######## iqmap_16qam ########
==> iqmap_16qam/power_grid.png <==
The bar under the picture is 50 um long. Pins as bars on the die edge.
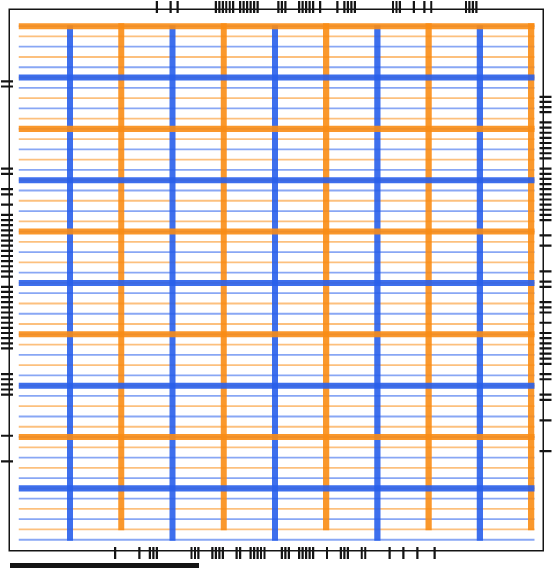
==> iqmap_16qam/placement_by_type.png <==
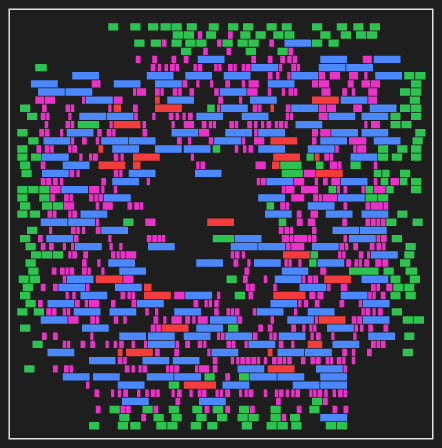
--- config.mk ---
export PLATFORM = sky130hd
export DESIGN_NAME = iqmap_16qam
export DESIGN_NICKNAME = d
export VERILOG_FILES = /design/src/rtl/iq16qam_pkg.sv /design/src/rtl/qam16_lvl_enc.sv /design/src/rtl/iqmap_16qam.sv
export SDC_FILE = /design/constraint.sdc
export NUM_CORES = 1
export LEC_CHECK = 0
export ABC_AREA = 0
export CAP_MARGIN = 20
export CORE_AREA = 2 2 139 141
export DETAILED_ROUTE_END_ITERATION = 7
export DIE_AREA = 0 0 141 143
export MAX_ROUTING_LAYER = met4
export PLACE_DENSITY = 0.61
export SETUP_SLACK_MARGIN = 0.1
export SKIP_LAST_GASP = 1
export SLEW_MARGIN = 10
export SYNTH_ARGS = -nofsm -noshare
export SYNTH_HDL_FRONTEND = slang
export SYNTH_SLANG_ARGS = --single-unit
--- constraint.sdc ---
create_clock -name ck -period 3.1 [get_ports ck]
set_input_delay 0.93 -clock ck [delete_from_list [all_inputs] [get_ports ck]]
set_output_delay 0.93 -clock ck [all_outputs]
set_load 0.05 [all_outputs]
--- src/rtl/iq16qam_pkg.sv ---
// Shared constants, FSM state type and Gray level lookup for the 16-QAM TX path.
package iq16qam_pkg;

   // Outer / inner constellation magnitudes; outer negative level is -(LVL_HI+1).
   localparam int LVL_HI = 1023;
   localparam int LVL_LO = 342;

   // Symbols per 128-bit payload word.
   localparam int unsigned NSYM = 32;

   typedef enum logic {
      IDLE = 1'b0,
      SEND = 1'b1
   } state_e;

   // Per-axis Gray mapping: 00 -> -(hi+1), 01 -> -lo, 11 -> +lo, 10 -> +hi.
   function automatic int gray_lvl(input logic [1:0] g, input int hi, input int lo);
      int lvl;
      case (g)
         2'b00:   lvl = -(hi + 1);
         2'b01:   lvl = -lo;
         2'b11:   lvl = lo;
         default: lvl = hi;
      endcase
      return lvl;
   endfunction

endpackage

--- src/rtl/qam16_lvl_enc.sv ---
// Combinational 4-bit symbol to signed I/Q level encoder (I = sym[3:2], Q = sym[1:0]).
module qam16_lvl_enc #(
   parameter int unsigned SYM_W  = 11,
   parameter int          LVL_HI = iq16qam_pkg::LVL_HI,
   parameter int          LVL_LO = iq16qam_pkg::LVL_LO
) (
   input  logic [3:0]              sym_i,
   output logic signed [SYM_W-1:0] ar_o,
   output logic signed [SYM_W-1:0] ai_o
);

   import iq16qam_pkg::*;

   // Constant selection per axis, truncated to the output width.
   always_comb begin
      ar_o = SYM_W'(gray_lvl(sym_i[3:2], LVL_HI, LVL_LO));
      ai_o = SYM_W'(gray_lvl(sym_i[1:0], LVL_HI, LVL_LO));
   end

endmodule

--- src/rtl/iqmap_16qam.sv ---
// 16-QAM TX mapper: accepts payload words, emits one Gray-mapped I/Q symbol per enabled clock, MSB first.
module iqmap_16qam #(
   parameter int unsigned WORD_W = 128,
   parameter int unsigned SYM_W  = 11,
   parameter int          LVL_HI = iq16qam_pkg::LVL_HI,
   parameter int          LVL_LO = iq16qam_pkg::LVL_LO
) (
   input  logic                    ck,
   input  logic                    rst,
   input  logic                    ce,
   input  logic                    valid_i,
   input  logic [WORD_W-1:0]       data_i,
   output logic                    ready_o,
   output logic                    valid_o,
   output logic signed [SYM_W-1:0] ar,
   output logic signed [SYM_W-1:0] ai,
   output logic [3:0]              sym_o,
   output logic                    last_o
);

   import iq16qam_pkg::*;

   localparam int unsigned    NSYM     = WORD_W / 4;
   localparam int unsigned    CNT_W    = (NSYM > 1) ? $clog2(NSYM) : 1;
   localparam logic [CNT_W-1:0] CNT_LAST = CNT_W'(NSYM - 1);

   state_e                  state_q, state_d;
   logic [CNT_W-1:0]        cnt_q, cnt_d;
   logic [WORD_W-1:0]       shreg_q, shreg_d;
   logic                    valid_q, valid_d;
   logic                    last_q, last_d;
   logic [3:0]              sym_q, sym_d;
   logic signed [SYM_W-1:0] ar_q, ar_d;
   logic signed [SYM_W-1:0] ai_q, ai_d;
   logic signed [SYM_W-1:0] enc_ar, enc_ai;
   logic                    accept;
   logic                    load;

   // Ready while idle or while the final symbol of the current word is on the outputs.
   always_comb begin
      ready_o = (state_q == IDLE) || (cnt_q == CNT_LAST);
      accept  = valid_i && ready_o && ce;
   end

   // Levels for the symbol about to be registered; outputs stay registered.
   qam16_lvl_enc #(
      .SYM_W  (SYM_W),
      .LVL_HI (LVL_HI),
      .LVL_LO (LVL_LO)
   ) u_enc (
      .sym_i (sym_d),
      .ar_o  (enc_ar),
      .ai_o  (enc_ai)
   );

   // Next-state / output computation; everything holds when ce is low.
   always_comb begin
      state_d = state_q;
      cnt_d   = cnt_q;
      shreg_d = shreg_q;
      valid_d = valid_q;
      last_d  = last_q;
      sym_d   = sym_q;
      ar_d    = ar_q;
      ai_d    = ai_q;
      load    = 1'b0;

      if (ce) begin
         case (state_q)
            IDLE: begin
               if (accept) begin
                  load = 1'b1;
               end else begin
                  valid_d = 1'b0;
                  last_d  = 1'b0;
                  sym_d   = '0;
               end
            end
            SEND: begin
               if (cnt_q == CNT_LAST) begin
                  if (accept) begin
                     load = 1'b1;
                  end else begin
                     state_d = IDLE;
                     cnt_d   = '0;
                     valid_d = 1'b0;
                     last_d  = 1'b0;
                     sym_d   = '0;
                  end
               end else begin
                  cnt_d   = cnt_q + 1'b1;
                  sym_d   = shreg_q[WORD_W-1 -: 4];
                  shreg_d = shreg_q << 4;
                  last_d  = (cnt_q == CNT_LAST - 1'b1);
               end
            end
            default: begin
               state_d = IDLE;
            end
         endcase

         // Symbol 0 goes straight to the outputs; the shift register keeps only the rest.
         if (load) begin
            state_d = SEND;
            cnt_d   = '0;
            shreg_d = data_i << 4;
            sym_d   = data_i[WORD_W-1 -: 4];
            valid_d = 1'b1;
            last_d  = (CNT_LAST == '0);
         end

         ar_d = valid_d ? enc_ar : '0;
         ai_d = valid_d ? enc_ai : '0;
      end
   end

   // State and output registers with asynchronous active-low reset.
   always_ff @(posedge ck or negedge rst) begin
      if (!rst) begin
         state_q <= IDLE;
         cnt_q   <= '0;
         shreg_q <= '0;
         valid_q <= 1'b0;
         last_q  <= 1'b0;
         sym_q   <= '0;
         ar_q    <= '0;
         ai_q    <= '0;
      end else begin
         state_q <= state_d;
         cnt_q   <= cnt_d;
         shreg_q <= shreg_d;
         valid_q <= valid_d;
         last_q  <= last_d;
         sym_q   <= sym_d;
         ar_q    <= ar_d;
         ai_q    <= ai_d;
      end
   end

   // Port drive from the output registers.
   always_comb begin
      valid_o = valid_q;
      last_o  = last_q;
      sym_o   = sym_q;
      ar      = ar_q;
      ai      = ai_q;
   end

endmodule
==> metrics.cfg <==
[clock_network]
cts_tree=done
clock_path_buffers=2

[synthesis]
edf_count=0
synthAoiAreaFrac_pct=20.7
synthMuxAreaShare_pct=3.18
syn_area_per_cell_um2=8.98
ys_warn_count=0
syn_inst=736

[floorplan]
die_h_um=143
die_x_um=141

[route]
wl_um=17100
wl_per_cell_um=15.3
met3_length_um=860
drt_first_pass_iters=5

[setup_path]
r2r_end=shreg_q[67]
crit_path_end=ready_o
setup.worst_path.end_class=primary output
worstReg2RegStart=cnt_q[0]

[layout]
n_antenna_cell=0
area.sequential_um2=3650

[final_timing]
fin_crit_sh_pct=93.4
clock-skew-final_ns=0.00890
hold_ws_ns=0.438

[outcome]
status=complete, no violations

[power]
clkPwrFrac_pct=27.3
powerComb_mw=2.24

## Picture notes: iqmap_16qam/power_grid.png
net	colour
VSS	blue
VDD	orange
rows	50
met5 straps	10
met4 straps	10
Core Area: 18600 um^2
maximum VDD drop: 0.387 mV

## Picture notes: iqmap_16qam/placement_by_type.png
class	colour	cells	share of their area
combinational and other logic	magenta	524	30%
clock drivers and dummy loads	red	30	6.4%
flops	blue	146	42%
other buffers and delay cells	green	181	21%
sequential cell area share: 40.7%
post-layout util: 48.3%
number of rows in the core area: 50
Layout Cell Area excl Fill: 8970 um^2

final cells by class:
type,instances,share of cell area [%]
Tap cell,234,3.27
Clock buffer,19,4.94
Multi-Input combinational cell,518,29.0
Clock inverter,11,1.28
Inverter,6,0.251
Timing Repair Buffer,181,20.5
Sequential cell,146,40.7
registers in the layout (all words and copies together), names as in the netlist:
name	flops
shreg_q	124
ai	5
ar	5
cnt_q	5
sym_o	4
last_o	1
state_q	1
valid_o	1

######## fishingrod_ctrl_flat ########
### config.mk
export PLATFORM = sky130hd
export DESIGN_NAME = fishingrod_ctrl_flat
export DESIGN_NICKNAME = d
export VERILOG_FILES = /design/src/rtl/fishingrod_pkg.sv /design/src/rtl/fishingrod_if.sv /design/src/rtl/fishingrod_sel_dec.sv /design/src/rtl/fishingrod_ctrl.sv /design/src/flat_wrapper.sv
export SDC_FILE = /design/constraint.sdc
export NUM_CORES = 1
export LEC_CHECK = 0
export ABC_CLOCK_PERIOD_IN_PS = 3000
export CAP_MARGIN = 25
export CORE_UTILIZATION = 40
export DETAILED_ROUTE_END_ITERATION = 6
export PLACE_DENSITY = 0.7
export RECOVER_POWER = 50
export SYNTH_ARGS = -nofsm -noshare
export SYNTH_HDL_FRONTEND = slang
export SYNTH_SLANG_ARGS = --single-unit
### constraint.sdc
create_clock -name ck -period 3 [get_ports ck]
set_clock_uncertainty 0.1 [all_clocks]
set_input_delay 0.45 -clock ck [delete_from_list [all_inputs] [get_ports ck]]
set_output_delay 0.45 -clock ck [all_outputs]
set_load 0.02 [all_outputs]
### src/rtl/fishingrod_pkg.sv
// Shared types and constants for the Fishingrod round sequencer.
package fishingrod_pkg;

    typedef enum logic [1:0] {
        IDLE = 2'd0,
        LOAD = 2'd1,
        RUN  = 2'd2,
        DONE = 2'd3
    } state_e;

    localparam int NR_DEFAULT = 25;
    localparam int CPR        = 4;

    // Bit positions inside sels/selk; index 0 is the MSB of the bus.
    localparam int SEL_SWAP = 0;
    localparam int SEL_R9   = 1;
    localparam int SEL_R10  = 2;
    localparam int SEL_R11  = 3;
    localparam int SELK_RC  = 2;
    localparam int SELK_SB  = 3;

endpackage

### src/rtl/fishingrod_if.sv
// Host-side handshake bundle: input pair, result and status.
interface fishingrod_if;
    logic        abort;
    logic        in_valid;
    logic        in_ready;
    logic [15:0] in_pt;
    logic [15:0] in_key;
    logic        out_valid;
    logic        out_ready;
    logic [15:0] out_ct;
    logic        busy;

    modport master (
        output abort, in_valid, in_pt, in_key, out_ready,
        input  in_ready, out_valid, out_ct, busy
    );

    modport slave (
        input  abort, in_valid, in_pt, in_key, out_ready,
        output in_ready, out_valid, out_ct, busy
    );
endinterface

### src/rtl/fishingrod_sel_dec.sv
// Combinational decode of (state, phase) into the datapath sels/selk buses.
module fishingrod_sel_dec
    import fishingrod_pkg::*;
(
    input  state_e     state_s,
    input  logic [1:0] phase_s,
    output logic [0:4] sels_s,
    output logic [0:4] selk_s
);

    // Select schedule, only active while rounds are running
    always_comb begin
        sels_s = 5'b00000;
        selk_s = 5'b00000;
        if (state_s == RUN) begin
            sels_s[SEL_SWAP] = (phase_s == 2'd3);
            sels_s[SEL_R9]   = (phase_s == 2'd1);
            sels_s[SEL_R10]  = (phase_s == 2'd2);
            sels_s[SEL_R11]  = (phase_s == 2'd3);
            selk_s[0]        = phase_s[1];
            selk_s[1]        = phase_s[0];
            selk_s[SELK_RC]  = (phase_s == 2'd0);
            selk_s[SELK_SB]  = (phase_s == 2'd3);
        end else begin
            sels_s = 5'b00000;
            selk_s = 5'b00000;
        end
    end

endmodule

### src/rtl/fishingrod_ctrl.sv
// Sequencer for the byte-serial Fishingrod datapath: accepts a pt/key pair,
// steps NR rounds of CPR cycles, and returns the captured ciphertext.
module fishingrod_ctrl
    import fishingrod_pkg::*;
#(
    parameter int NR  = NR_DEFAULT,
    parameter int CPR = fishingrod_pkg::CPR
) (
    input  logic        ck,
    input  logic        rst,
    fishingrod_if.slave host,
    output logic [15:0] dp_inp,
    output logic [15:0] dp_key,
    output logic        dp_round0,
    output logic [4:0]  dp_round,
    output logic [0:4]  dp_sels,
    output logic [0:4]  dp_selk,
    input  logic [15:0] dp_out
);

    localparam logic [4:0] NR_W    = 5'(NR);
    localparam logic [1:0] PH_LAST = 2'(CPR - 1);

    state_e      state_r, state_s;
    logic [1:0]  phase_r, phase_s;
    logic [4:0]  round_r, round_s;
    logic [15:0] pt_r, pt_s;
    logic [15:0] key_r, key_s;
    logic [15:0] out_ct_r;
    logic        out_valid_r;
    logic        busy_r;
    logic        accept_s;
    logic        capture_s;
    logic [15:0] dp_inp_r, dp_key_r;
    logic        dp_round0_r;
    logic [4:0]  dp_round_r;
    logic [0:4]  dp_sels_r, dp_selk_r;
    logic [0:4]  sels_s, selk_s;

    // Acceptance is only possible from IDLE and never while abort or reset is high.
    assign host.in_ready  = (state_r == IDLE) & ~host.abort & ~rst;
    assign host.out_valid = out_valid_r;
    assign host.out_ct    = out_ct_r;
    assign host.busy      = busy_r;

    assign dp_inp    = dp_inp_r;
    assign dp_key    = dp_key_r;
    assign dp_round0 = dp_round0_r;
    assign dp_round  = dp_round_r;
    assign dp_sels   = dp_sels_r;
    assign dp_selk   = dp_selk_r;

    // Next-state logic; abort overrides every state
    always_comb begin
        state_s   = state_r;
        phase_s   = phase_r;
        round_s   = round_r;
        accept_s  = 1'b0;
        capture_s = 1'b0;
        if (host.abort) begin
            state_s = IDLE;
            phase_s = 2'd0;
            round_s = 5'd0;
        end else begin
            case (state_r)
                IDLE: begin
                    if (host.in_valid && host.in_ready) begin
                        accept_s = 1'b1;
                        state_s  = LOAD;
                    end else begin
                        state_s = IDLE;
                    end
                end
                LOAD: begin
                    state_s = RUN;
                    round_s = 5'd1;
                    phase_s = 2'd0;
                end
                RUN: begin
                    phase_s = phase_r + 2'd1;
                    if (phase_r == PH_LAST) begin
                        if (round_r == NR_W) begin
                            capture_s = 1'b1;
                            state_s   = DONE;
                            phase_s   = 2'd0;
                            round_s   = 5'd0;
                        end else begin
                            round_s = round_r + 5'd1;
                        end
                    end else begin
                        round_s = round_r;
                    end
                end
                DONE: begin
                    if (host.out_ready) begin
                        state_s = IDLE;
                    end else begin
                        state_s = DONE;
                    end
                end
                default: begin
                    state_s = IDLE;
                    phase_s = 2'd0;
                    round_s = 5'd0;
                end
            endcase
        end
    end

    // Operand holding registers are only loaded on acceptance
    always_comb begin
        pt_s  = pt_r;
        key_s = key_r;
        if (accept_s) begin
            pt_s  = host.in_pt;
            key_s = host.in_key;
        end else begin
            pt_s  = pt_r;
            key_s = key_r;
        end
    end

    fishingrod_sel_dec u_sel_dec (
        .state_s (state_s),
        .phase_s (phase_s),
        .sels_s  (sels_s),
        .selk_s  (selk_s)
    );

    // State, operands and datapath controls; dp_* decode the next state so they align with it
    always_ff @(posedge ck or posedge rst) begin
        if (rst) begin
            state_r     <= IDLE;
            phase_r     <= 2'd0;
            round_r     <= 5'd0;
            pt_r        <= 16'h0000;
            key_r       <= 16'h0000;
            out_ct_r    <= 16'h0000;
            out_valid_r <= 1'b0;
            busy_r      <= 1'b0;
            dp_inp_r    <= 16'h0000;
            dp_key_r    <= 16'h0000;
            dp_round0_r <= 1'b0;
            dp_round_r  <= 5'd0;
            dp_sels_r   <= 5'b00000;
            dp_selk_r   <= 5'b00000;
        end else begin
            state_r     <= state_s;
            phase_r     <= phase_s;
            round_r     <= round_s;
            pt_r        <= pt_s;
            key_r       <= key_s;
            if (capture_s) begin
                out_ct_r <= dp_out;
            end
            out_valid_r <= (state_s == DONE);
            busy_r      <= (state_s == LOAD) || (state_s == RUN);
            dp_inp_r    <= (state_s == LOAD) ? pt_s  : 16'h0000;
            dp_key_r    <= (state_s == LOAD) ? key_s : 16'h0000;
            dp_round0_r <= (state_s == LOAD);
            dp_round_r  <= (state_s == RUN) ? round_s : 5'd0;
            dp_sels_r   <= sels_s;
            dp_selk_r   <= selk_s;
        end
    end

endmodule

### src/flat_wrapper.sv
// flat-port wrapper written by rule: the top's interface ports become plain ports
module fishingrod_ctrl_flat import fishingrod_pkg::*;
#(
    parameter int NR  = NR_DEFAULT,
    parameter int CPR = fishingrod_pkg::CPR
)
  (ck, rst, dp_inp, dp_key, dp_round0, dp_round, dp_sels, dp_selk, dp_out, host_abort, host_in_valid, host_in_pt, host_in_key, host_out_ready, host_in_ready, host_out_valid, host_out_ct, host_busy);
  fishingrod_if host_i ();
  input  logic ck;
  input  logic rst;
  output logic [15:0] dp_inp;
  output logic [15:0] dp_key;
  output logic dp_round0;
  output logic [4:0] dp_round;
  output logic [0:4] dp_sels;
  output logic [0:4] dp_selk;
  input  logic [15:0] dp_out;
  input wire logic [$bits(host_i.abort)-1:0] host_abort;
  input wire logic [$bits(host_i.in_valid)-1:0] host_in_valid;
  input wire logic [$bits(host_i.in_pt)-1:0] host_in_pt;
  input wire logic [$bits(host_i.in_key)-1:0] host_in_key;
  input wire logic [$bits(host_i.out_ready)-1:0] host_out_ready;
  output wire logic [$bits(host_i.in_ready)-1:0] host_in_ready;
  output wire logic [$bits(host_i.out_valid)-1:0] host_out_valid;
  output wire logic [$bits(host_i.out_ct)-1:0] host_out_ct;
  output wire logic [$bits(host_i.busy)-1:0] host_busy;
  assign host_i.abort = host_abort;
  assign host_i.in_valid = host_in_valid;
  assign host_i.in_pt = host_in_pt;
  assign host_i.in_key = host_in_key;
  assign host_i.out_ready = host_out_ready;
  assign host_in_ready = host_i.in_ready;
  assign host_out_valid = host_i.out_valid;
  assign host_out_ct = host_i.out_ct;
  assign host_busy = host_i.busy;
  fishingrod_ctrl #(.NR(NR), .CPR(CPR)) u_core (.ck(ck), .rst(rst), .host(host_i), .dp_inp(dp_inp), .dp_key(dp_key), .dp_round0(dp_round0), .dp_round(dp_round), .dp_sels(dp_sels), .dp_selk(dp_selk), .dp_out(dp_out));
endmodule
==> fishingrod_ctrl_flat/power_grid.png <==
The bar under the picture is 20 um long. Pins as bars on the die edge.
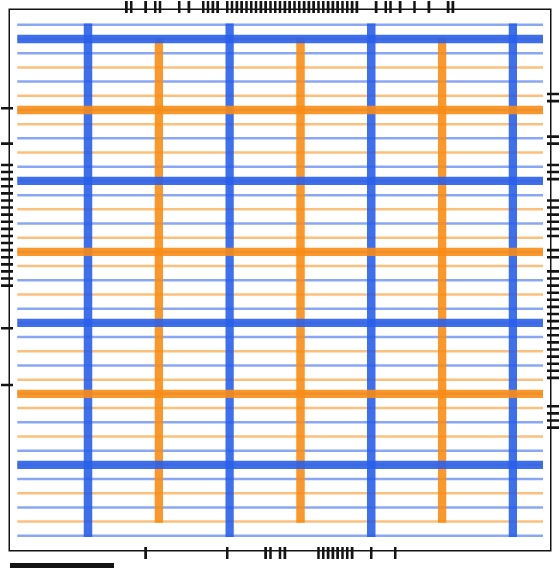
net	colour
VSS	blue
VDD	orange
rows	36
met4 straps	7
Die H: 103 um
Core Area: 9860 um^2
maximum VDD drop: 0.363 mV
Die Width: 103 um

==> fishingrod_ctrl_flat/placement_by_type.png <==
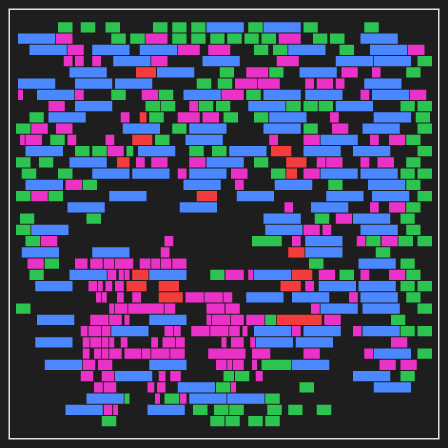
class	colour	cells	share of their area
other buffers and delay cells	green	123	23%
combinational and other logic	magenta	171	27%
clock drivers and dummy loads	red	16	3.9%
flops	blue	103	47%
Layout Cell Area excl Fill: 5650 um^2
sequential cell area share: 45.6%
post-layout util: 57.2%

-- cell usage in the layout, fill, tap and decap left out, drive strengths merged, types with 3 or more instances in the layout --
master         netlist  final
nor2b                3      3
o21ai                3      3
inv                 11     13
dlygate4sd3          0     32
clkdlybuf4s50        0     85
a21oi                5      5
nand3                4      4
clkbuf               7     11
nand2                3      3
and2                34     34
nand3b               4      4
o32ai                4      4
ha                  12     12
mux2                48     48
nor2                 5      5
dfrtp              103    103
nand2b               5      5
buf                 11      4
==> metrics.cfg <==
[layout]
fin_cells=546
buffers=123
area.sequential_um2=2580
design.seq.count=103
buf_share_pct=21.9

[final_timing]
setup_tns_ns=0
rsz0062_at_grt=false
hold_viol_final=0

[outcome]
status=complete, no violations

[setup_path]
critPathKind=flop to flop

[synthesis]
seq_area_frac_synth_pct=62.6
syn_area_um2=4120

[grt]
grt_util_met1_pct=20.0
groute.layer.met2.usage_pct=26.8

[power]
powerDensity_nw_per_um2=632
p_int_mw=2.52

[route]
met3_length_um=520
top_layer=met4
vias=2631
remaining_drc_errors=0

[floorplan]
num_rows=36
dieArea_um2=10700
io_pins=120

[flow_run]
warnings=34


######## dual_issue_scheduler ########
==> dual_issue_scheduler/power_grid.png <==
The bar under the picture is 50 um long. Pins as bars on the die edge.
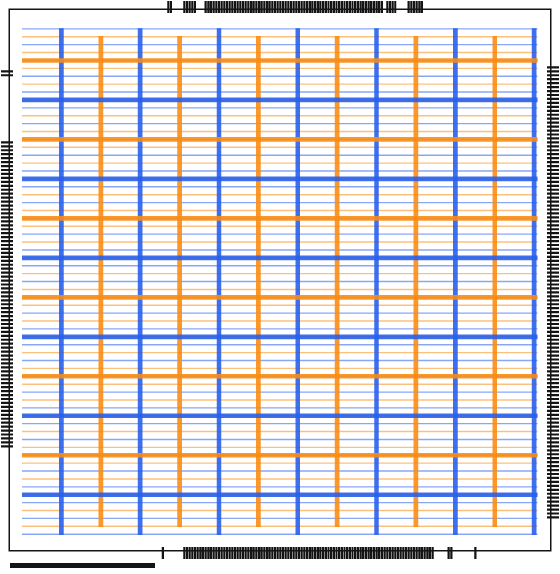
==> dual_issue_scheduler/placement_by_type.png <==
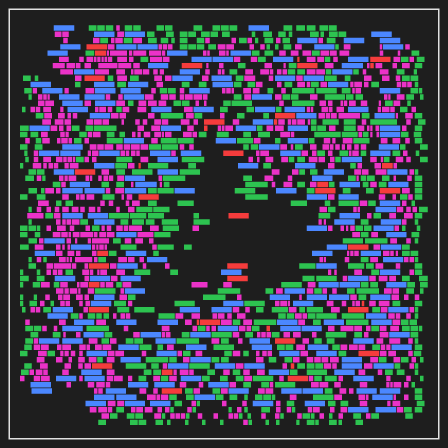
==> dual_issue_scheduler/clk_routes.png <==
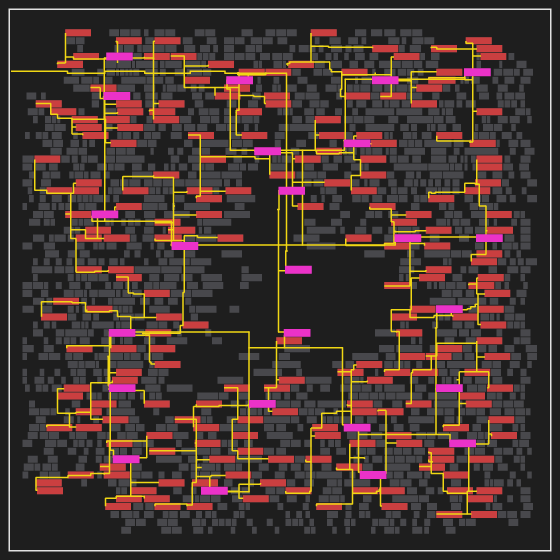
File: src/rtl/dual_issue_scheduler_pkg.sv
// Shared definitions for the dual-issue scheduler: opcode constants, control bus
// width, scheduler state encoding and opcode-class helpers.
package dual_issue_scheduler_pkg;

  localparam int CTRL_BUS_W = 32;

  localparam logic [6:0] OP_LUI    = 7'b0110111;
  localparam logic [6:0] OP_AUIPC  = 7'b0010111;
  localparam logic [6:0] OP_JAL    = 7'b1101111;
  localparam logic [6:0] OP_JALR   = 7'b1100111;
  localparam logic [6:0] OP_BRANCH = 7'b1100011;
  localparam logic [6:0] OP_ALUI   = 7'b0010011;
  localparam logic [6:0] OP_ALUR   = 7'b0110011;

  typedef enum logic [1:0] {
    ST_EMPTY  = 2'd0,
    ST_PAIR   = 2'd1,
    ST_SINGLE = 2'd2
  } sched_state_e;

  function automatic logic uses_rs1(input logic [6:0] op);
    case (op)
      OP_ALUI, OP_ALUR, OP_JALR, OP_BRANCH: uses_rs1 = 1'b1;
      default:                              uses_rs1 = 1'b0;
    endcase
  endfunction

  function automatic logic uses_rs2(input logic [6:0] op);
    case (op)
      OP_ALUR, OP_BRANCH: uses_rs2 = 1'b1;
      default:            uses_rs2 = 1'b0;
    endcase
  endfunction

  // Opcode class only; the rd != x0 qualification is applied by the caller.
  function automatic logic writes_rd(input logic [6:0] op);
    case (op)
      OP_ALUI, OP_ALUR, OP_LUI, OP_AUIPC, OP_JAL, OP_JALR: writes_rd = 1'b1;
      default:                                             writes_rd = 1'b0;
    endcase
  endfunction

  function automatic logic is_cf(input logic [6:0] op);
    case (op)
      OP_JAL, OP_JALR, OP_BRANCH: is_cf = 1'b1;
      default:                    is_cf = 1'b0;
    endcase
  endfunction

endpackage

File: src/rtl/dual_issue_scheduler_issue_hazard_check.sv
// Combinational pair hazard check: decides whether two held instructions may
// issue in the same cycle (RAW, WAW and double control-flow are blocked).
module issue_hazard_check
  import dual_issue_scheduler_pkg::*;
(
  input  logic [24:0] inst0,
  input  logic [24:0] inst1,
  input  logic        valid0,
  input  logic        valid1,
  output logic        dual_ok
);

  logic [6:0] op0_s, op1_s;
  logic [4:0] rd0_s, rd1_s, rs1_1_s, rs2_1_s;
  logic       wr0_s, wr1_s, raw_s, waw_s, cf_s;

  assign op0_s   = inst0[6:0];
  assign op1_s   = inst1[6:0];
  assign rd0_s   = inst0[11:7];
  assign rd1_s   = inst1[11:7];
  assign rs1_1_s = inst1[19:15];
  assign rs2_1_s = inst1[24:20];

  // Writes to x0 are architecturally discarded, so they never create a hazard.
  assign wr0_s = writes_rd(op0_s) & (rd0_s != 5'd0);
  assign wr1_s = writes_rd(op1_s) & (rd1_s != 5'd0);

  assign raw_s = wr0_s & ((uses_rs1(op1_s) & (rs1_1_s == rd0_s)) |
                          (uses_rs2(op1_s) & (rs2_1_s == rd0_s)));
  assign waw_s = wr0_s & wr1_s & (rd0_s == rd1_s);
  assign cf_s  = is_cf(op0_s) & is_cf(op1_s);

  assign dual_ok = valid0 & valid1 & ~raw_s & ~waw_s & ~cf_s;

endmodule

File: src/rtl/dual_issue_scheduler.sv
// Decode-to-execute issue controller: holds one decoded instruction pair and
// issues it dual or split into two single issues.
module dual_issue_scheduler
  import dual_issue_scheduler_pkg::*;
#(
  parameter int CTRL_W = CTRL_BUS_W,
  parameter int XLEN   = 32,
  parameter int CNT_W  = 16
) (
  input  logic              clk_i,
  input  logic              rst_ni,
  input  logic              flush_i,
  input  logic              f_valid_i,
  input  logic              f_valid1_i,
  input  logic [XLEN-1:0]   f_pc_i,
  input  logic [XLEN-1:0]   f_inst0_i,
  input  logic [XLEN-1:0]   f_inst1_i,
  input  logic [CTRL_W-1:0] f_ctrl0_i,
  input  logic [CTRL_W-1:0] f_ctrl1_i,
  output logic              f_ready_o,
  output logic              i_valid0_o,
  output logic              i_valid1_o,
  output logic [XLEN-1:0]   i_pc0_o,
  output logic [XLEN-1:0]   i_pc1_o,
  output logic [XLEN-1:0]   i_inst0_o,
  output logic [XLEN-1:0]   i_inst1_o,
  output logic [CTRL_W-1:0] i_ctrl0_o,
  output logic [CTRL_W-1:0] i_ctrl1_o,
  input  logic              i_ready_i,
  output logic [CNT_W-1:0]  split_cnt_o
);

  logic              e0_v_r, e1_v_r, e0_v_s, e1_v_s;
  logic [XLEN-1:0]   e0_pc_r, e1_pc_r, e0_pc_s, e1_pc_s;
  logic [XLEN-1:0]   e0_inst_r, e1_inst_r, e0_inst_s, e1_inst_s;
  logic [CTRL_W-1:0] e0_ctrl_r, e1_ctrl_r, e0_ctrl_s, e1_ctrl_s;
  logic [CNT_W-1:0]  split_cnt_r, split_cnt_s;

  sched_state_e state_s;
  logic         dual_ok_s, fire_s, load_s;

  issue_hazard_check u_hazard (
    .inst0   (e0_inst_r[24:0]),
    .inst1   (e1_inst_r[24:0]),
    .valid0  (e0_v_r),
    .valid1  (e1_v_r),
    .dual_ok (dual_ok_s)
  );

  // The FSM state is fully encoded by the two entry valids.
  always_comb begin
    if (!e0_v_r) begin
      state_s = ST_EMPTY;
    end else if (e1_v_r) begin
      state_s = ST_PAIR;
    end else begin
      state_s = ST_SINGLE;
    end
  end

  assign fire_s    = e0_v_r & i_ready_i;
  assign f_ready_o = ~flush_i & (~e0_v_r | (i_ready_i & (~e1_v_r | dual_ok_s)));
  assign load_s    = f_valid_i & f_ready_o;

  // Next-state for both entries and the split counter.
  always_comb begin
    e0_v_s      = e0_v_r;
    e0_pc_s     = e0_pc_r;
    e0_inst_s   = e0_inst_r;
    e0_ctrl_s   = e0_ctrl_r;
    e1_v_s      = e1_v_r;
    e1_pc_s     = e1_pc_r;
    e1_inst_s   = e1_inst_r;
    e1_ctrl_s   = e1_ctrl_r;
    split_cnt_s = split_cnt_r;
    if (flush_i) begin
      e0_v_s    = 1'b0;
      e0_pc_s   = {XLEN{1'b0}};
      e0_inst_s = {XLEN{1'b0}};
      e0_ctrl_s = {CTRL_W{1'b0}};
      e1_v_s    = 1'b0;
      e1_pc_s   = {XLEN{1'b0}};
      e1_inst_s = {XLEN{1'b0}};
      e1_ctrl_s = {CTRL_W{1'b0}};
    end else if (load_s) begin
      // Reached from EMPTY, or from PAIR/SINGLE when everything retires this edge.
      e0_v_s    = 1'b1;
      e0_pc_s   = f_pc_i;
      e0_inst_s = f_inst0_i;
      e0_ctrl_s = f_ctrl0_i;
      e1_v_s    = f_valid1_i;
      e1_pc_s   = f_valid1_i ? (f_pc_i + XLEN'(3'd4)) : {XLEN{1'b0}};
      e1_inst_s = f_valid1_i ? f_inst1_i : {XLEN{1'b0}};
      e1_ctrl_s = f_valid1_i ? f_ctrl1_i : {CTRL_W{1'b0}};
    end else begin
      case (state_s)
        ST_PAIR: begin
          if (fire_s && !dual_ok_s) begin
            e0_v_s    = 1'b1;
            e0_pc_s   = e1_pc_r;
            e0_inst_s = e1_inst_r;
            e0_ctrl_s = e1_ctrl_r;
            e1_v_s    = 1'b0;
            e1_pc_s   = {XLEN{1'b0}};
            e1_inst_s = {XLEN{1'b0}};
            e1_ctrl_s = {CTRL_W{1'b0}};
            if (split_cnt_r != {CNT_W{1'b1}}) begin
              split_cnt_s = split_cnt_r + CNT_W'(1'b1);
            end else begin
              split_cnt_s = split_cnt_r;
            end
          end else if (fire_s) begin
            e0_v_s = 1'b0;
            e1_v_s = 1'b0;
          end else begin
            e0_v_s = e0_v_r;
          end
        end
        ST_SINGLE: begin
          if (fire_s) begin
            e0_v_s = 1'b0;
          end else begin
            e0_v_s = e0_v_r;
          end
        end
        ST_EMPTY: begin
          e0_v_s = 1'b0;
        end
        default: begin
          e0_v_s = 1'b0;
          e1_v_s = 1'b0;
        end
      endcase
    end
  end

  // Entry and counter registers.
  always_ff @(posedge clk_i or negedge rst_ni) begin
    if (!rst_ni) begin
      e0_v_r      <= 1'b0;
      e0_pc_r     <= {XLEN{1'b0}};
      e0_inst_r   <= {XLEN{1'b0}};
      e0_ctrl_r   <= {CTRL_W{1'b0}};
      e1_v_r      <= 1'b0;
      e1_pc_r     <= {XLEN{1'b0}};
      e1_inst_r   <= {XLEN{1'b0}};
      e1_ctrl_r   <= {CTRL_W{1'b0}};
      split_cnt_r <= {CNT_W{1'b0}};
    end else begin
      e0_v_r      <= e0_v_s;
      e0_pc_r     <= e0_pc_s;
      e0_inst_r   <= e0_inst_s;
      e0_ctrl_r   <= e0_ctrl_s;
      e1_v_r      <= e1_v_s;
      e1_pc_r     <= e1_pc_s;
      e1_inst_r   <= e1_inst_s;
      e1_ctrl_r   <= e1_ctrl_s;
      split_cnt_r <= split_cnt_s;
    end
  end

  assign i_valid0_o  = e0_v_r;
  assign i_valid1_o  = e1_v_r & dual_ok_s;
  assign i_pc0_o     = i_valid0_o ? e0_pc_r   : {XLEN{1'b0}};
  assign i_inst0_o   = i_valid0_o ? e0_inst_r : {XLEN{1'b0}};
  assign i_ctrl0_o   = i_valid0_o ? e0_ctrl_r : {CTRL_W{1'b0}};
  assign i_pc1_o     = i_valid1_o ? e1_pc_r   : {XLEN{1'b0}};
  assign i_inst1_o   = i_valid1_o ? e1_inst_r : {XLEN{1'b0}};
  assign i_ctrl1_o   = i_valid1_o ? e1_ctrl_r : {CTRL_W{1'b0}};
  assign split_cnt_o = split_cnt_r;

endmodule

File: config.mk
export PLATFORM = sky130hd
export DESIGN_NAME = dual_issue_scheduler
export DESIGN_NICKNAME = d
export VERILOG_FILES = /design/src/rtl/dual_issue_scheduler_pkg.sv /design/src/rtl/dual_issue_scheduler_issue_hazard_check.sv /design/src/rtl/dual_issue_scheduler.sv
export SDC_FILE = /design/constraint.sdc
export NUM_CORES = 1
export LEC_CHECK = 0
export ABC_CLOCK_PERIOD_IN_PS = 3010
export CAP_MARGIN = 20
export CORE_MARGIN = 4
export CORE_UTILIZATION = 35
export CTS_CLUSTER_SIZE = 14
export DETAILED_ROUTE_END_ITERATION = 8
export PLACE_DENSITY = 0.62
export RECOVER_POWER = 25
export SYNTH_ARGS = -nofsm -noshare
export SYNTH_HDL_FRONTEND = slang
export SYNTH_HIERARCHICAL = 1
export SYNTH_SLANG_ARGS = --single-unit
File: constraint.sdc
create_clock -name clk_i -period 3.01 [get_ports clk_i]
set_input_delay 0.602 -clock clk_i [delete_from_list [all_inputs] [get_ports clk_i]]
set_output_delay 0.602 -clock clk_i [all_outputs]
set_load 0.01 [all_outputs]
==> metrics.cfg <==
[power]
powerDensity_nw_per_um2=399
p_comb_share_pct=20.6

[clock_network]
cts_root_buf=clkbuf_16
cts_num_sinks=210
cts_resized=467
cts_tree=done

[synthesis]
ff_type=dfrtp_1
ys_types=51
ys_sh_adder_pct=0.226
edf_count=0
simple_gate_area_share_pct=21.8
ys_warn_count=6
yosys_cells=1102
yosys-top-cells-area=dfrtp_1 (47%), mux2i_1 (8.7%), and3_1 (5.9%)
synth_flop_count=210
syn_area_um2=11100

[placed_design]
port_buffers=376
postPlaceCellArea_um2=15700
hpwl_um=28000

[floorplan]
dieArea_um2=34600

[layout]
fin_cells=1978
lay_top_cells=clkdlybuf4s50_1 (277), dfrtp_1 (207), and2_1 (100)
final_nets=1732

[setup_path]
cpMostUsedCell=buf_12
setup.worst_path.end_class=primary output
cp_max_fo=5
worstReg2RegStart=e0_inst_r[8]

[route]
wl_um=48500
m1WireLength_um=20500
top_layer=met5
drt_first_pass_iters=5
wl_per_cell_um=24.5

[outcome]
status=finished, violations left
violations=capacitance limit, slew limit, setup timing

[final_timing]
setup_tns_ns=-71.38
setup_viol=301
finalMaxSlewViolations=75
relSlewSlack_pct=-35.9
fmax_mhz=294
worst_slack_ns=-0.390

[flow_run]
max_cap_violations=1
warnings=34

[grt]
grt_pass1_wl_um=65200
track_usage_pct=24.3

## Picture notes: dual_issue_scheduler/power_grid.png
net	colour
VSS	blue
VDD	orange
met4 straps	13
met1 rails	65
met5 straps	12
rows	64
signal pins	377
maximum VDD drop: 0.351 mV
Core Area: 30900 um^2
Die H: 186 um

## Picture notes: dual_issue_scheduler/placement_by_type.png
class	colour	cells	share of their area
other buffers and delay cells	green	524	32%
flops	blue	210	29%
combinational and other logic	magenta	804	34%
clock drivers and dummy loads	red	40	4.1%
number of rows in the core area: 64
sequential cell area share: 28.2%
post-layout util: 60.4%
Layout Cell Area excl Fill: 18700 um^2

## Picture notes: dual_issue_scheduler/clk_routes.png
[clock drivers] magenta | count: 24
[flip-flops] red | count: 210
[clock wires] yellow | length: 3020 um
flops lie	spread over the die
clk pwr: 2.83 mW
worst-skew pair later-pin latency: 0.52 ns
share of total power in the clock network: 38.0%
Worst Skew: 0.0159 ns

## routing by layer
layer  vias to the layer above  global-route usage, %
li1                       4830                      -
met1                      5370                   31.9
met2                       442                   40.3
met3                        96                   5.73
met4                         4                   7.08
met5                         -                      0
## layout make-up
class / instances / area [um^2]
Timing Repair Buffer: 524 / 5900
Inverter: 5 / 18.8
Sequential cell: 210 / 5260
Clock inverter: 5 / 25.0
Antenna cell: 4 / 10.0
Fill cell: 2586 / 12200
Clock buffer: 35 / 723
Multi-Input combinational cell: 799 / 6240
Tap cell: 396 / 495

######## ula_seq_ctrl ########
==> config.mk <==
export PLATFORM = sky130hd
export DESIGN_NAME = ula_seq_ctrl
export DESIGN_NICKNAME = d
export VERILOG_FILES = /design/src/rtl/ula_seq_ctrl_pkg.sv /design/src/rtl/ula_seq_ctrl_core.sv /design/src/rtl/ula_seq_ctrl.sv
export SDC_FILE = /design/constraint.sdc
export NUM_CORES = 1
export LEC_CHECK = 0
export ABC_AREA = 1
export ABC_CLOCK_PERIOD_IN_PS = 3700
export CAP_MARGIN = 20
export CORE_MARGIN = 5
export CORE_UTILIZATION = 60
export CTS_CLUSTER_SIZE = 40
export DETAILED_ROUTE_END_ITERATION = 10
export GPL_TIMING_DRIVEN = 0
export PLACE_DENSITY_LB_ADDON = 0.08
export SYNTH_ARGS = -nofsm -noshare
export SYNTH_HDL_FRONTEND = slang
export SYNTH_SLANG_ARGS = --single-unit
==> constraint.sdc <==
create_clock -name clk -period 3.7 [get_ports clk]
set_input_delay 0.37 -clock clk [delete_from_list [all_inputs] [get_ports clk]]
set_output_delay 0.37 -clock clk [all_outputs]
set_load 0.005 [all_outputs]
==> src/rtl/ula_seq_ctrl_pkg.sv <==
// ----------------------------------------------------------------------------
// ula_seq_ctrl_pkg
// Shared definitions for the sequenced ALU controller:
//   - register-file geometry (depth, width, index width)
//   - 3-bit opcode constants
//   - FSM state enum
//   - packed result record {carry, zero, data}
// ----------------------------------------------------------------------------
package ula_seq_ctrl_pkg;

    localparam int RF_DEPTH = 4;
    localparam int RF_WIDTH = 4;
    localparam int RF_AW    = 2;

    localparam logic [2:0] OP_ADD  = 3'd0;
    localparam logic [2:0] OP_SUB  = 3'd1;
    localparam logic [2:0] OP_AND  = 3'd2;
    localparam logic [2:0] OP_OR   = 3'd3;
    localparam logic [2:0] OP_XOR  = 3'd4;
    localparam logic [2:0] OP_NOTA = 3'd5;
    localparam logic [2:0] OP_LDI  = 3'd6;
    localparam logic [2:0] OP_PASS = 3'd7;

    typedef enum logic [2:0] {
        ST_IDLE  = 3'd0,
        ST_FETCH = 3'd1,
        ST_EXEC  = 3'd2,
        ST_WRITE = 3'd3,
        ST_RESP  = 3'd4
    } state_e;

    typedef struct packed {
        logic                carry;
        logic                zero;
        logic [RF_WIDTH-1:0] data;
    } result_t;

endpackage : ula_seq_ctrl_pkg

==> src/rtl/ula_seq_ctrl_core.sv <==
// ----------------------------------------------------------------------------
// ula_core
// Purely combinational ALU used by ula_seq_ctrl.
// Ports:
//   a_i, b_i   : operands (register-file width)
//   imm_i      : immediate, returned unchanged for LDI
//   op_i       : 3-bit opcode
//   data_o     : low bits of the result (wraps modulo 2^width)
//   carry_o    : ADD carry-out, SUB no-borrow (A >= B); 0 for all other ops
//   zero_o     : result data is all zeros
// ----------------------------------------------------------------------------
module ula_core
    import ula_seq_ctrl_pkg::*;
(
    input  logic [RF_WIDTH-1:0] a_i,
    input  logic [RF_WIDTH-1:0] b_i,
    input  logic [RF_WIDTH-1:0] imm_i,
    input  logic [2:0]          op_i,
    output logic [RF_WIDTH-1:0] data_o,
    output logic                carry_o,
    output logic                zero_o
);

    // One extra bit so the carry/borrow falls out of the add/subtract.
    logic [RF_WIDTH:0] sum_w;
    logic [RF_WIDTH:0] diff_w;

    assign sum_w  = {1'b0, a_i} + {1'b0, b_i};
    assign diff_w = {1'b0, a_i} - {1'b0, b_i};

    always_comb begin
        data_o  = '0;
        carry_o = 1'b0;
        case (op_i)
            OP_ADD: begin
                data_o  = sum_w[RF_WIDTH-1:0];
                carry_o = sum_w[RF_WIDTH];
            end
            OP_SUB: begin
                data_o  = diff_w[RF_WIDTH-1:0];
                // Top bit of the extended difference is the borrow; carry
                // reports its absence, i.e. A >= B.
                carry_o = ~diff_w[RF_WIDTH];
            end
            OP_AND:  data_o = a_i & b_i;
            OP_OR:   data_o = a_i | b_i;
            OP_XOR:  data_o = a_i ^ b_i;
            OP_NOTA: data_o = ~a_i;
            OP_LDI:  data_o = imm_i;
            OP_PASS: data_o = a_i;
            default: data_o = '0;
        endcase
    end

    assign zero_o = (data_o == '0);

endmodule : ula_core

==> src/rtl/ula_seq_ctrl.sv <==
// ----------------------------------------------------------------------------
// ula_seq_ctrl
// Strictly serialized single-command ALU sequencer with a 4x4 register file.
// A command runs IDLE -> FETCH -> EXEC -> WRITE -> RESP; the next command is
// only accepted once the response has been consumed and the FSM is back in
// IDLE, so a command always sees every earlier write.
// Ports:
//   clk, reset          : clock, asynchronous active-high reset
//   cmd_valid/cmd_ready : command handshake (ready only in IDLE)
//   cmd_op, cmd_ra, cmd_rb, cmd_rd, cmd_imm : command fields, captured on accept
//   rsp_valid/rsp_ready : response handshake
//   rsp_data, rsp_carry, rsp_zero : result register contents
//   busy                : FSM is not in IDLE
//   dbg_addr/dbg_data   : combinational register-file read port
// ----------------------------------------------------------------------------
module ula_seq_ctrl
    import ula_seq_ctrl_pkg::*;
(
    input  logic                clk,
    input  logic                reset,
    input  logic                cmd_valid,
    output logic                cmd_ready,
    input  logic [2:0]          cmd_op,
    input  logic [RF_AW-1:0]    cmd_ra,
    input  logic [RF_AW-1:0]    cmd_rb,
    input  logic [RF_AW-1:0]    cmd_rd,
    input  logic [RF_WIDTH-1:0] cmd_imm,
    output logic                rsp_valid,
    input  logic                rsp_ready,
    output logic [RF_WIDTH-1:0] rsp_data,
    output logic                rsp_carry,
    output logic                rsp_zero,
    output logic                busy,
    input  logic [RF_AW-1:0]    dbg_addr,
    output logic [RF_WIDTH-1:0] dbg_data
);

    state_e              state_q;
    logic [RF_WIDTH-1:0] rf_q [RF_DEPTH];
    logic [RF_WIDTH-1:0] a_q;
    logic [RF_WIDTH-1:0] b_q;
    result_t             res_q;
    logic                rsp_valid_q;

    // Captured command fields; later changes on the cmd_* inputs are ignored.
    logic [2:0]          op_q;
    logic [RF_AW-1:0]    ra_q;
    logic [RF_AW-1:0]    rb_q;
    logic [RF_AW-1:0]    rd_q;
    logic [RF_WIDTH-1:0] imm_q;

    logic [RF_WIDTH-1:0] alu_data;
    logic                alu_carry;
    logic                alu_zero;

    ula_core u_core (
        .a_i     (a_q),
        .b_i     (b_q),
        .imm_i   (imm_q),
        .op_i    (op_q),
        .data_o  (alu_data),
        .carry_o (alu_carry),
        .zero_o  (alu_zero)
    );

    always_ff @(posedge clk or posedge reset) begin
        if (reset) begin
            state_q     <= ST_IDLE;
            rf_q        <= '{default: '0};
            a_q         <= '0;
            b_q         <= '0;
            res_q       <= '0;
            rsp_valid_q <= 1'b0;
            op_q        <= '0;
            ra_q        <= '0;
            rb_q        <= '0;
            rd_q        <= '0;
            imm_q       <= '0;
        end else begin
            case (state_q)
                ST_IDLE: begin
                    if (cmd_valid) begin
                        op_q    <= cmd_op;
                        ra_q    <= cmd_ra;
                        rb_q    <= cmd_rb;
                        rd_q    <= cmd_rd;
                        imm_q   <= cmd_imm;
                        state_q <= ST_FETCH;
                    end
                end
                ST_FETCH: begin
                    a_q     <= rf_q[ra_q];
                    b_q     <= rf_q[rb_q];
                    state_q <= ST_EXEC;
                end
                ST_EXEC: begin
                    res_q   <= '{carry: alu_carry, zero: alu_zero, data: alu_data};
                    state_q <= ST_WRITE;
                end
                ST_WRITE: begin
                    rf_q[rd_q] <= res_q.data;
                    state_q    <= ST_RESP;
                end
                ST_RESP: begin
                    // The first RESP cycle raises rsp_valid; the FSM only
                    // leaves once a presented response is taken, so an early
                    // rsp_ready cannot drop a result.
                    if (rsp_valid_q && rsp_ready) begin
                        rsp_valid_q <= 1'b0;
                        state_q     <= ST_IDLE;
                    end else begin
                        rsp_valid_q <= 1'b1;
                    end
                end
                default: begin
                    rsp_valid_q <= 1'b0;
                    state_q     <= ST_IDLE;
                end
            endcase
        end
    end

    assign cmd_ready = (state_q == ST_IDLE);
    assign busy      = (state_q != ST_IDLE);
    assign rsp_valid = rsp_valid_q;
    assign rsp_data  = res_q.data;
    assign rsp_carry = res_q.carry;
    assign rsp_zero  = res_q.zero;
    assign dbg_data  = rf_q[dbg_addr];

endmodule : ula_seq_ctrl

==> ula_seq_ctrl/congestion.png <==
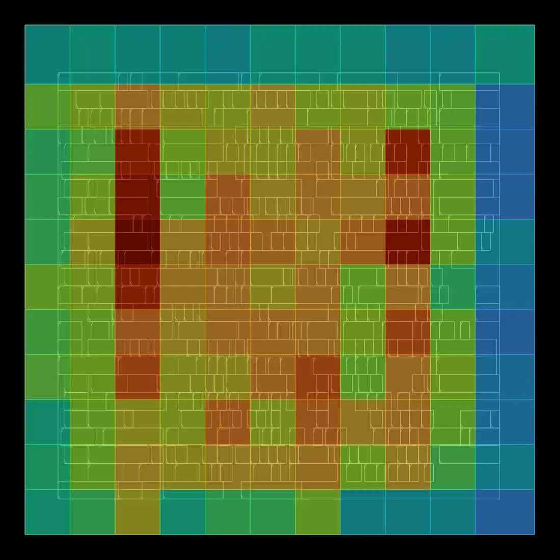
met2 Use GR: 35.8%
GR Util All Layers: 22.9%
Routed wire per std cell: 15.1 um

==> ula_seq_ctrl/wires.png <==
The bar under the picture is 20 um long.
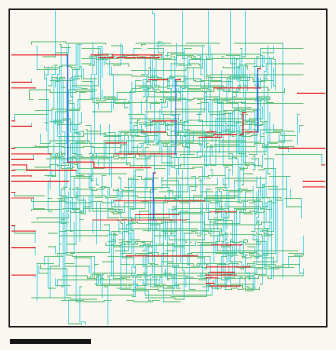
layer	colour	wire length
metal 4	blue	72.1 um
metal 2	cyan	3110 um
metal 3	red	384 um
metal 1	green	3170 um
Vias: 2560
Detailed Route WL: 6730 um

==> metrics.cfg <==
[clock_network]
cts_root_buf=clkbuf_8

[outcome]
status=complete, no violations

[synthesis]
yosys.cell_count.top_type=o21ai_0
ys_types=26

[layout]
final_area_um2=3270
final_nets=427
lay_top_cells=o21ai_0 (61), nand2_1 (57), dfrtp_1 (47)

[power]
powerDensity_nw_per_um2=810

[final_timing]
rsz0062_at_grt=false
tightestPinTransition_ns=0.407
setup_viol=0
relSlewSlack_pct=72.8

[placed_design]
postPlaceCellArea_um2=3170

[grt]
grt-ovfl-total=0

[setup_path]
critPathLaunch=dbg_addr[0]

==> ula_seq_ctrl/power_grid.png <==
The bar under the picture is 20 um long. Pins as bars on the die edge.
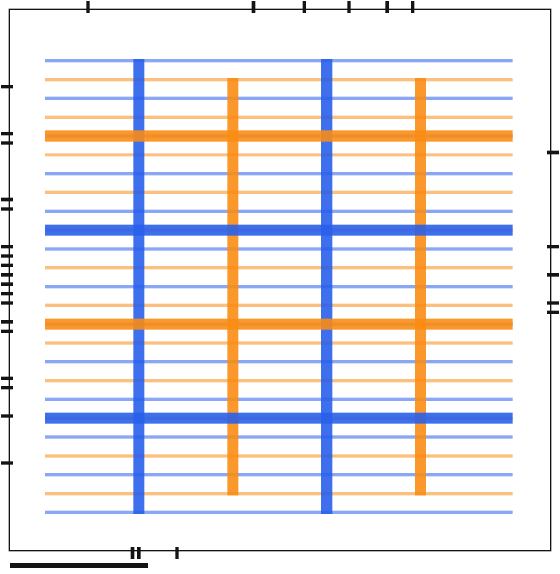
net	colour
VDD	orange
VSS	blue
met4 straps	4
rows	24
met1 rails	25
Die Width: 78.1 um
Die H: 78.1 um
maximum VDD drop: 0.520 mV

-- through the flow --
stage	power (mW)	hold WS, ns	util, %	instances	setup WS (ns)
after detailed placement	2.31	0.476	71.9	439	1.17
after CTS	2.64	0.332	74.1	447	1.17
after floorplan	1.85	0.453	-	355	2.01
after global routing	2.90	0.357	74.1	447	1.04
after global placement	2.25	0.468	71.5	438	1.22
final	2.65	0.324	74.1	447	1.13
-- power breakdown --
group / switching (mW) / internal, mW / total, mW / leakage (nW)
logic: 0.812 / 0.560 / 1.37 / 0.902
registers: 0.209 / 0.737 / 0.946 / 0.589
clock network: 0.177 / 0.153 / 0.331 / 0.0484


==> gallery <==
Clock wires, drivers and flops.
panel A
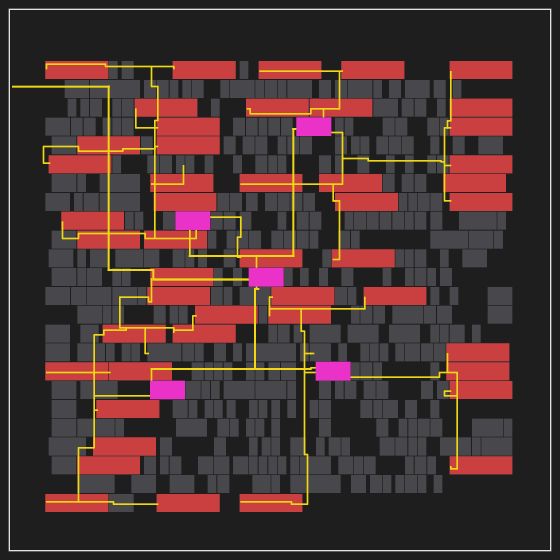
panel B
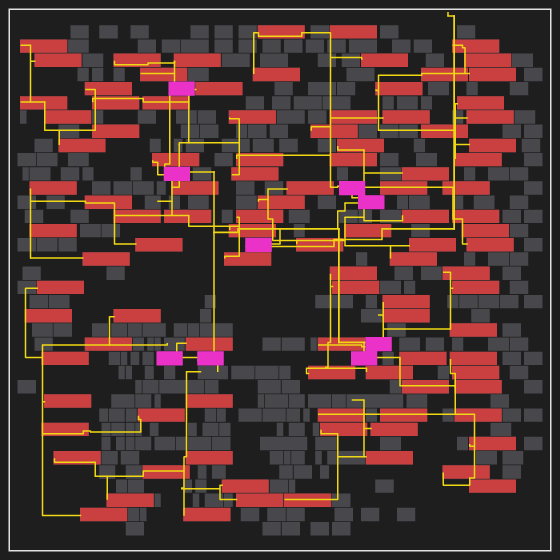
panel C
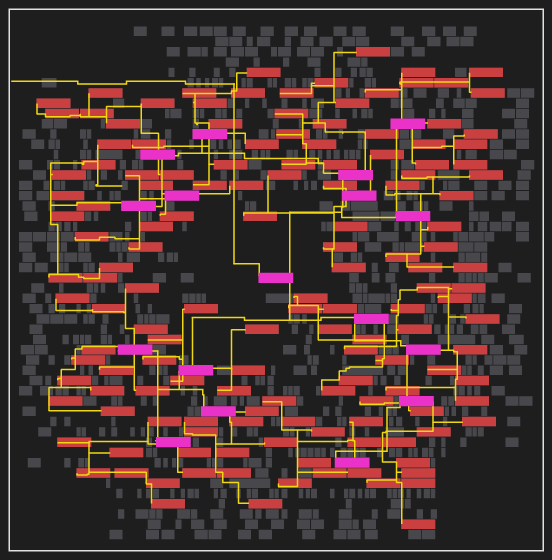
The one with the most sequential cells is panel C.
The one with the fewest sequential cells is panel A.
- panel B = fishingrod_ctrl_flat
- panel A = ula_seq_ctrl
- panel C = iqmap_16qam

Key to panel A:
[flip-flops] red | count: 47
[clock wires] yellow | length: 588 um
[clock drivers] magenta | count: 5
flops lie	spread over the die
routed clock nets	6

No activity file was given, so power comes from the tool's default toggle rates.
